==================== psk_diff_encoder
### Metal layers overlaid, psk_diff_encoder

Bar = 20 µm.
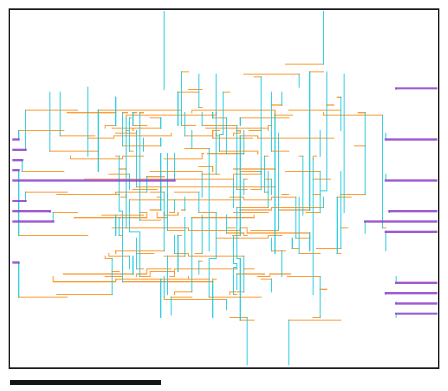
### Clock routing, psk_diff_encoder

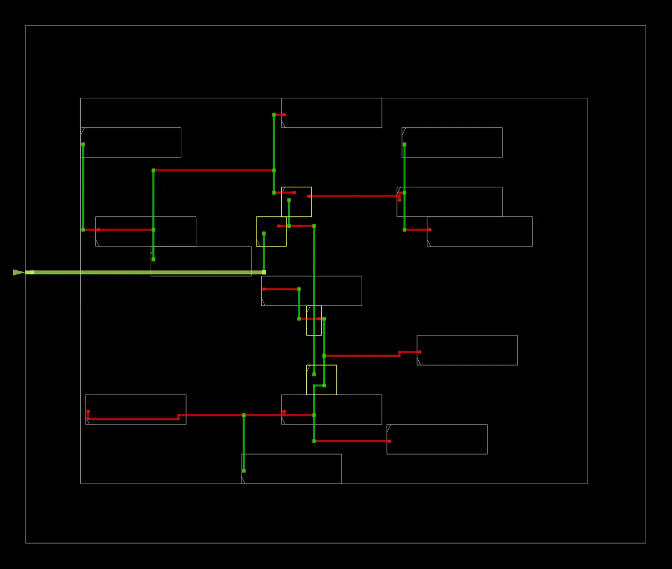
--- config.mk ---
export PLATFORM = sky130hd
export DESIGN_NAME = psk_diff_encoder
export DESIGN_NICKNAME = d
export VERILOG_FILES = /design/src/rtl/psk_pkg.sv /design/src/rtl/psk_phase_acc.sv /design/src/rtl/psk_diff_encoder.sv
export SDC_FILE = /design/constraint.sdc
export NUM_CORES = 1
export LEC_CHECK = 0
export CAP_MARGIN = 5
export CORE_ASPECT_RATIO = 0.8
export CORE_MARGIN = 5
export CORE_UTILIZATION = 40
export DETAILED_ROUTE_END_ITERATION = 10
export HOLD_SLACK_MARGIN = 0.15
export PLACE_DENSITY = 0.81
export SYNTH_ARGS = -nofsm -noshare
export SYNTH_HDL_FRONTEND = slang
export SYNTH_HIERARCHICAL = 1
export SYNTH_SLANG_ARGS = --single-unit
export TNS_END_PERCENT = 5
--- constraint.sdc ---
create_clock -name clk -period 1.4 [get_ports clk]
set_input_delay 0.21 -clock clk [delete_from_list [all_inputs] [get_ports clk]]
set_output_delay 0.21 -clock clk [all_outputs]
set_load 0.05 [all_outputs]
--- src/rtl/psk_pkg.sv ---
// Shared definitions for the M-PSK differential encoder: mode constants,
// FSM state encoding and the k-bit phase mask helper.
package psk_pkg;

  localparam int MODE_W = 3;
  localparam logic [MODE_W-1:0] MODE_BPSK = 3'd1;
  localparam logic [MODE_W-1:0] MODE_QPSK = 3'd2;

  typedef enum logic [1:0] {
    IDLE,
    REF,
    DATA
  } psk_state_e;

  function automatic logic [7:0] phase_mask(input logic [MODE_W-1:0] k);
    return 8'((9'd1 << k) - 9'd1);
  endfunction

endpackage

--- src/rtl/psk_phase_acc.sv ---
// Modular k-bit phase accumulator: p_next = (p + d) & mask, register
// updated on accepted beats and returned to INIT on frame end.
module psk_phase_acc #(
  parameter int W = 2,
  parameter logic [W-1:0] INIT = '0
) (
  input  logic         clk,
  input  logic         rst_n,
  input  logic         en,
  input  logic         clr,
  input  logic [W-1:0] mask,
  input  logic [W-1:0] d,
  output logic [W-1:0] p_next
);

  logic [W-1:0] p;

  // p keeps the unmasked INIT value; masking the sum makes that equivalent
  assign p_next = (p + d) & mask;

  always_ff @(posedge clk or negedge rst_n) begin
    if (!rst_n) begin
      p <= INIT;
    end else if (en) begin
      p <= clr ? INIT : p_next;
    end
  end

endmodule

--- src/rtl/psk_diff_encoder.sv ---
// Differential M-PSK encoder as a full AXIS register stage; phase restarts
// every frame. Optional reference symbol per frame: PSK_DIFF_REF_SYM_EN.
module psk_diff_encoder
  import psk_pkg::*;
#(
  parameter int BYTES      = 1,
  parameter int MAX_BPS    = 2,
  parameter int INIT_PHASE = 0
) (
  input  logic                 clk,
  input  logic                 rst_n,
  input  logic [BYTES*8-1:0]   data_tdata,
  input  logic                 data_tvalid,
  output logic                 data_tready,
  input  logic                 data_tlast,
  input  logic [MODE_W-1:0]    data_tuser,
  output logic [BYTES*8-1:0]   encoded_tdata,
  output logic                 encoded_tvalid,
  input  logic                 encoded_tready,
  output logic                 encoded_tlast,
  output logic [MODE_W-1:0]    encoded_tuser
);

  localparam int DW = BYTES * 8;
  localparam logic [MAX_BPS-1:0] INIT_P = MAX_BPS'(INIT_PHASE);

  psk_state_e          state, state_nxt;
  logic [MODE_W-1:0]   k_reg, k_in, k_cur;
  logic [MAX_BPS-1:0]  mask, p_next;
  logic                out_free, hold, in_acc, ref_load;
  logic                unused_tdata;

  assign unused_tdata = ^data_tdata;

  always_comb begin
    k_in = data_tuser;
    if (data_tuser == '0) begin
      k_in = MODE_BPSK;
    end else if (data_tuser > MODE_W'(MAX_BPS)) begin
      k_in = MODE_W'(MAX_BPS);
    end
  end

  // Mode comes straight from tuser on a frame's first beat, latched afterwards
  assign k_cur    = (state == IDLE) ? k_in : k_reg;
  assign mask     = MAX_BPS'(phase_mask(k_cur));
  assign out_free = !encoded_tvalid || encoded_tready;

`ifdef PSK_DIFF_REF_SYM_EN
  assign hold = (state == IDLE) && data_tvalid;
`else
  assign hold = 1'b0;
`endif

  assign data_tready = rst_n && !hold && out_free;
  assign in_acc      = data_tvalid && data_tready;
  assign ref_load    = hold && out_free;

  always_ff @(posedge clk or negedge rst_n) begin
    if (!rst_n) begin
      state <= IDLE;
    end else begin
      state <= state_nxt;
    end
  end

  always_comb begin
    state_nxt = state;
    unique case (state)
      IDLE: begin
        if (ref_load) begin
          state_nxt = REF;
        end else if (in_acc && !data_tlast) begin
          state_nxt = DATA;
        end
      end
      // The first data beat can be taken in the same cycle the reference leaves
      REF: begin
        if (in_acc) begin
          state_nxt = data_tlast ? IDLE : DATA;
        end else if (encoded_tready) begin
          state_nxt = DATA;
        end
      end
      DATA: begin
        if (in_acc && data_tlast) begin
          state_nxt = IDLE;
        end
      end
      default: state_nxt = IDLE;
    endcase
  end

  always_ff @(posedge clk or negedge rst_n) begin
    if (!rst_n) begin
      k_reg <= '0;
    end else if ((state == IDLE) && (in_acc || ref_load)) begin
      k_reg <= k_in;
    end
  end

  psk_phase_acc #(
    .W    (MAX_BPS),
    .INIT (INIT_P)
  ) u_acc (
    .clk    (clk),
    .rst_n  (rst_n),
    .en     (in_acc),
    .clr    (data_tlast),
    .mask   (mask),
    .d      (data_tdata[MAX_BPS-1:0]),
    .p_next (p_next)
  );

  always_ff @(posedge clk or negedge rst_n) begin
    if (!rst_n) begin
      encoded_tdata  <= '0;
      encoded_tvalid <= 1'b0;
      encoded_tlast  <= 1'b0;
      encoded_tuser  <= '0;
    end else if (in_acc) begin
      encoded_tdata  <= DW'(p_next);
      encoded_tvalid <= 1'b1;
      encoded_tlast  <= data_tlast;
      encoded_tuser  <= k_cur;
    end else if (ref_load) begin
      encoded_tdata  <= DW'(INIT_P & mask);
      encoded_tvalid <= 1'b1;
      encoded_tlast  <= 1'b0;
      encoded_tuser  <= k_in;
    end else if (encoded_tready) begin
      encoded_tvalid <= 1'b0;
    end
  end

endmodule

==> results.toml <==
# flow metrics
[synth]
synthSimpleGateAreaFrac = 0.157
fa_ha_area_frac = 0.0178
ys.flops = 13
synth_top_cell_by_count = "dfrtp_1"
yosysTopAreaCellShare = 0.463

[global_route]
grt_pass1_vias = 545
grt_max_degree = 11
top_usage_layer = "met2"
grtUsageMet2 = 0.205

[drt]
drc_errors = 0
drt_iter0_markers = 13
routed.top_layer = "met3"

[power_and_ir_drop]
p_seq_frac = 0.352
p_leak_nw = 0.504
powerClk_w = 0.000230

[cts]
clk_pin_slew_ps = 80
cts_setup_buffers = 2
numCtsBuffers = 3
htreeDepth = 1

[setup_path]
worstReg2RegStart = "u_acc/p[0]"
critPathSlowestCell = "dfrtp_1"
r2r_cells = 5
reg2reg_to = "u_acc/p[1]"
worstSetupStartpoint = "u_acc/p[0]"
worstPathCellList = "ha_1, xnor2_2, buf_4, mux2i_1, o32ai_2"
required_ps = 1550

[placed_design]
post-dp-hpwl_mm = 1.09
pre_cts_ws_ps = -239

[die]
std_cell_rows = 13

[final_timing]
maxSlewViolCount = 0
timing.fmax_ghz = 0.732

[layout]
drive_above_1_share = 0.402
fill_cells = 145
sh_comb_area = 0.307
clock_area_frac = 0.0246
largest_class = "flip-flops and latches"

[job]
warning_count = 34

[run_status]
status = "completed"

[hold_path]
hp-class = "in2reg"
## Picture notes: 'Metal layers overlaid' of psk_diff_encoder
| colour | layer | wire length |
|---|---|---|
| purple | M3 | 101 µm |
| orange | M1 | 677 µm |
| cyan | M2 | 663 µm |
total number of vias: 519
total track usage: 0.119

## Picture notes: 'Clock routing' of psk_diff_encoder
Final Skew: 3.58 ps
clock sink total: 13
seq_cells: 13
clock buffers: 4


==================== io_timer
[config.mk]
export PLATFORM = sky130hd
export DESIGN_NAME = io_timer
export DESIGN_NICKNAME = d
export VERILOG_FILES = /design/src/rtl/riscuva_io_pkg.sv /design/src/rtl/io_prescaler.sv /design/src/rtl/io_timer.sv
export SDC_FILE = /design/constraint.sdc
export NUM_CORES = 1
export LEC_CHECK = 0
export ABC_AREA = 1
export CORE_MARGIN = 2
export CORE_UTILIZATION = 36
export CTS_CLUSTER_SIZE = 25
export DETAILED_ROUTE_END_ITERATION = 8
export PLACE_DENSITY = 0.66
export SYNTH_ARGS = -nofsm -noshare
export SYNTH_HDL_FRONTEND = slang
export SYNTH_SLANG_ARGS = --single-unit
[constraint.sdc]
create_clock -name clk -period 1.5 [get_ports clk]
set_clock_uncertainty 0.1 [all_clocks]
set_input_delay 0.3 -clock clk [delete_from_list [all_inputs] [get_ports clk]]
set_output_delay 0.3 -clock clk [all_outputs]
set_load 0.02 [all_outputs]
[src/rtl/riscuva_io_pkg.sv]
// Shared definitions for the riscuva IO timer block.
// Register offsets from the block's base port address, CTRL/STATUS bit
// indices, timer FSM state encoding and a small address decode helper.
package riscuva_io_pkg;

  // Register offsets from BASE_ADDR
  localparam logic [7:0] OFF_CTRL     = 8'd0;
  localparam logic [7:0] OFF_PRESCALE = 8'd1;
  localparam logic [7:0] OFF_RELOAD   = 8'd2;
  localparam logic [7:0] OFF_COUNT    = 8'd3;
  localparam logic [7:0] OFF_STATUS   = 8'd4;
  localparam logic [7:0] NUM_REGS     = 8'd5;

  // CTRL / STATUS bit indices
  localparam int CTRL_EN    = 0;
  localparam int CTRL_AUTO  = 1;
  localparam int CTRL_IRQEN = 2;
  localparam int STATUS_EXP = 0;

  // Timer FSM states
  typedef logic [1:0] state_t;
  localparam state_t ST_IDLE = 2'd0;
  localparam state_t ST_RUN  = 2'd1;
  localparam state_t ST_HALT = 2'd2;

  // Offset of a port address from the block base. Wraps modulo 256, so a
  // single unsigned "< NUM_REGS" compare decodes the window even when the
  // base sits near the top of the port space.
  function automatic logic [7:0] reg_offset(input logic [7:0] addr,
                                            input logic [7:0] base);
    return addr - base;
  endfunction

endpackage

[src/rtl/io_prescaler.sv]
// Prescaler for io_timer.
// Counts down from the captured period while running and emits a one-cycle
// tick when the count is zero, reloading from period on that tick.
//   clk, reset : system clock, async active-low reset
//   run        : timer is running; when low the counter is cleared
//   load       : restart the count from period (suppresses a same-cycle tick)
//   period     : reload value; tick period is period+1 cycles
//   tick       : one-cycle tick (combinational from the count)
module io_prescaler
  import riscuva_io_pkg::*;
(
  input  logic       clk,
  input  logic       reset,
  input  logic       run,
  input  logic       load,
  input  logic [7:0] period,
  output logic       tick
);

  logic [7:0] cnt;

  // period is only sampled on load or on a tick, so a new PRESCALE value
  // never shortens or stretches the period already in progress.
  assign tick = run && !load && (cnt == 8'd0);

  always_ff @(posedge clk or negedge reset) begin
    if (!reset)            cnt <= '0;
    else if (load)         cnt <= period;
    else if (!run)         cnt <= '0;
    else if (cnt == 8'd0)  cnt <= period;
    else                   cnt <= cnt - 8'd1;
  end

endmodule

[src/rtl/io_timer.sv]
// Programmable interval timer on the CPU port bus.
// Five registers at BASE_ADDR..BASE_ADDR+4: CTRL, PRESCALE, RELOAD, COUNT,
// STATUS. COUNT decrements on each prescaler tick; a tick at COUNT==0 is an
// expiry, which sets STATUS.EXP, optionally reloads (AUTO) or halts, and
// latches an interrupt request when IRQEN is set.
//   clk, reset  : system clock, async active-low reset
//   portAddress : CPU port address
//   wrData      : write data (CPU dataOut)
//   portWrite   : one-cycle write strobe
//   portRead    : read strobe (reads have no side effects)
//   rdData      : combinational read data (CPU dataIn)
//   intReq      : pending interrupt latch
//   intAck      : interrupt acknowledge, clears intReq on the next edge
module io_timer
  import riscuva_io_pkg::*;
#(
  parameter logic [7:0] BASE_ADDR = 8'h10
) (
  input  logic       clk,
  input  logic       reset,
  input  logic [7:0] portAddress,
  input  logic [7:0] wrData,
  input  logic       portWrite,
  input  logic       portRead,
  output logic [7:0] rdData,
  output logic       intReq,
  input  logic       intAck
);

  state_t     state;
  logic [2:0] ctrl;
  logic [7:0] prescale;
  logic [7:0] reload;
  logic [7:0] count;
  logic       exp_flag;
  logic       irq_evt;

  logic [7:0] off;
  logic       hit;
  logic       wr_ctrl, wr_prescale, wr_reload, wr_count, wr_status;
  logic       is_run, start, stop;
  logic       pre_load, pre_run, tick, expire;

  logic unused;
  assign unused = portRead;

  // Address decode
  assign off         = reg_offset(portAddress, BASE_ADDR);
  assign hit         = off < NUM_REGS;
  assign wr_ctrl     = portWrite && hit && (off == OFF_CTRL);
  assign wr_prescale = portWrite && hit && (off == OFF_PRESCALE);
  assign wr_reload   = portWrite && hit && (off == OFF_RELOAD);
  assign wr_count    = portWrite && hit && (off == OFF_COUNT);
  assign wr_status   = portWrite && hit && (off == OFF_STATUS);

  // EN=1 while already running only updates CTRL; it does not restart.
  assign is_run = (state == ST_RUN);
  assign start  = wr_ctrl && wrData[CTRL_EN] && !is_run;
  assign stop   = wr_ctrl && !wrData[CTRL_EN];

  // A COUNT write in RUN restarts the prescaler; load masks the tick, so
  // the write wins over a coincident tick and cannot cause an expiry.
  assign pre_load = start || (wr_count && is_run);
  assign pre_run  = is_run && !stop;

  io_prescaler u_prescaler (
    .clk    (clk),
    .reset  (reset),
    .run    (pre_run),
    .load   (pre_load),
    .period (prescale),
    .tick   (tick)
  );

  assign expire = tick && (count == 8'd0);

  // FSM
  always_ff @(posedge clk or negedge reset) begin
    if (!reset)                            state <= ST_IDLE;
    else if (start)                        state <= ST_RUN;
    else if (stop)                         state <= ST_IDLE;
    else if (expire && !ctrl[CTRL_AUTO])   state <= ST_HALT;
  end

  // Registers
  always_ff @(posedge clk or negedge reset) begin
    if (!reset) begin
      ctrl     <= '0;
      prescale <= '0;
      reload   <= '0;
    end else begin
      if (wr_ctrl)     ctrl     <= wrData[2:0];
      if (wr_prescale) prescale <= wrData;
      if (wr_reload)   reload   <= wrData;
    end
  end

  // Counter: a one-shot expiry leaves COUNT at 0.
  always_ff @(posedge clk or negedge reset) begin
    if (!reset)             count <= '0;
    else if (start)         count <= reload;
    else if (wr_count)      count <= wrData;
    else if (tick) begin
      if (count != 8'd0)            count <= count - 8'd1;
      else if (ctrl[CTRL_AUTO])     count <= reload;
    end
  end

  // EXP: set wins over a same-cycle write-1-clear.
  always_ff @(posedge clk or negedge reset) begin
    if (!reset)                               exp_flag <= 1'b0;
    else if (expire)                          exp_flag <= 1'b1;
    else if (wr_status && wrData[STATUS_EXP]) exp_flag <= 1'b0;
  end

  // Interrupt: the expiry is registered first, so intReq rises one cycle
  // after the expiring tick. A set coinciding with intAck keeps intReq high.
  // IRQEN gates only new requests; a pending one waits for intAck.
  always_ff @(posedge clk or negedge reset) begin
    if (!reset) begin
      irq_evt <= 1'b0;
      intReq  <= 1'b0;
    end else begin
      irq_evt <= expire && ctrl[CTRL_IRQEN];
      if (irq_evt)     intReq <= 1'b1;
      else if (intAck) intReq <= 1'b0;
    end
  end

  // Read mux
  always_comb begin
    rdData = 8'h00;
    if (hit) begin
      case (off)
        OFF_CTRL:     rdData = {5'b0, ctrl};
        OFF_PRESCALE: rdData = prescale;
        OFF_RELOAD:   rdData = reload;
        OFF_COUNT:    rdData = count;
        OFF_STATUS:   rdData = {7'b0, exp_flag};
        default:      rdData = 8'h00;
      endcase
    end
  end

endmodule

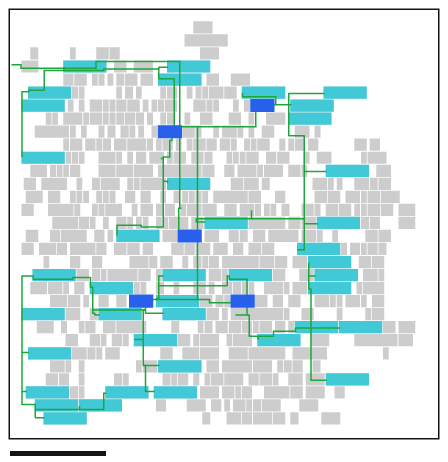
*Clock distribution, io_timer*
Bar = 20 µm.
[blue] clock-net drivers | count: 5
[green] clock wires | length: 570 µm
[cyan] flip-flops | count: 40
flops lie: spread over the die
routed clock nets: 6

==> results.toml <==
# flow metrics
[run_status]
status = "complete, but fails checks"
violations = "setup timing"

[final_timing]
rsz0062_at_grt = "true"
setup_viol = 36
setup_ws_ps = -322
timing.fmax_ghz = 0.549

[layout]
fill_cells = 645
final_util = 0.589
seq_share = 0.238
num-clock-buffers = 5

[power_and_ir_drop]
largestPowerGroup = "registers"
powerClk_w = 0.000927

[synth]
yosys_warnings = 0
top_cells_by_area = "dfrtp_1 38%, nand2_1 19%, inv_1 7.3%, o21ai_2 5.3%, o21ai_0 4.0%"
xor_share = 0.0201
topCombFamilyByArea = "simple AND/OR/NAND/NOR gates"
compound_area_frac = 0.132

[job]
maxCapViolations = 0

[setup_path]
crit_buf_inv = 4
reg2reg_setup_slack_ps = -250
cp_max_fo = 4
critPathTopFamily = "buffers and inverters"

[cts]
clk_pin_slew_ps = 80

[die]
die-area_um2 = 7980

[global_route]
top_usage_layer = "met2"

[placed_design]
post-dp-hpwl_mm = 6.17


==> notes/layouts.md <==
Pictures saved along the way, in no particular order.

Pin map.
Pins as bars across the die edge, other pins in grey.
panel A
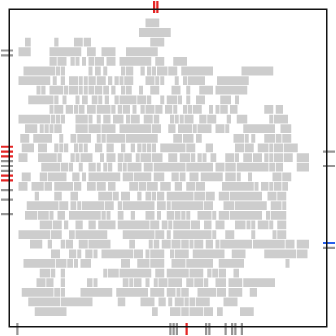
panel B
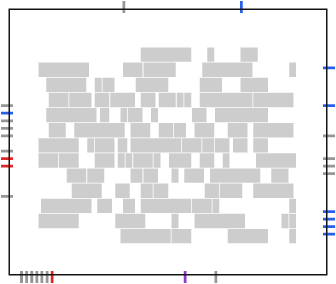
Panel B comes from psk_diff_encoder.
Panel A comes from io_timer.

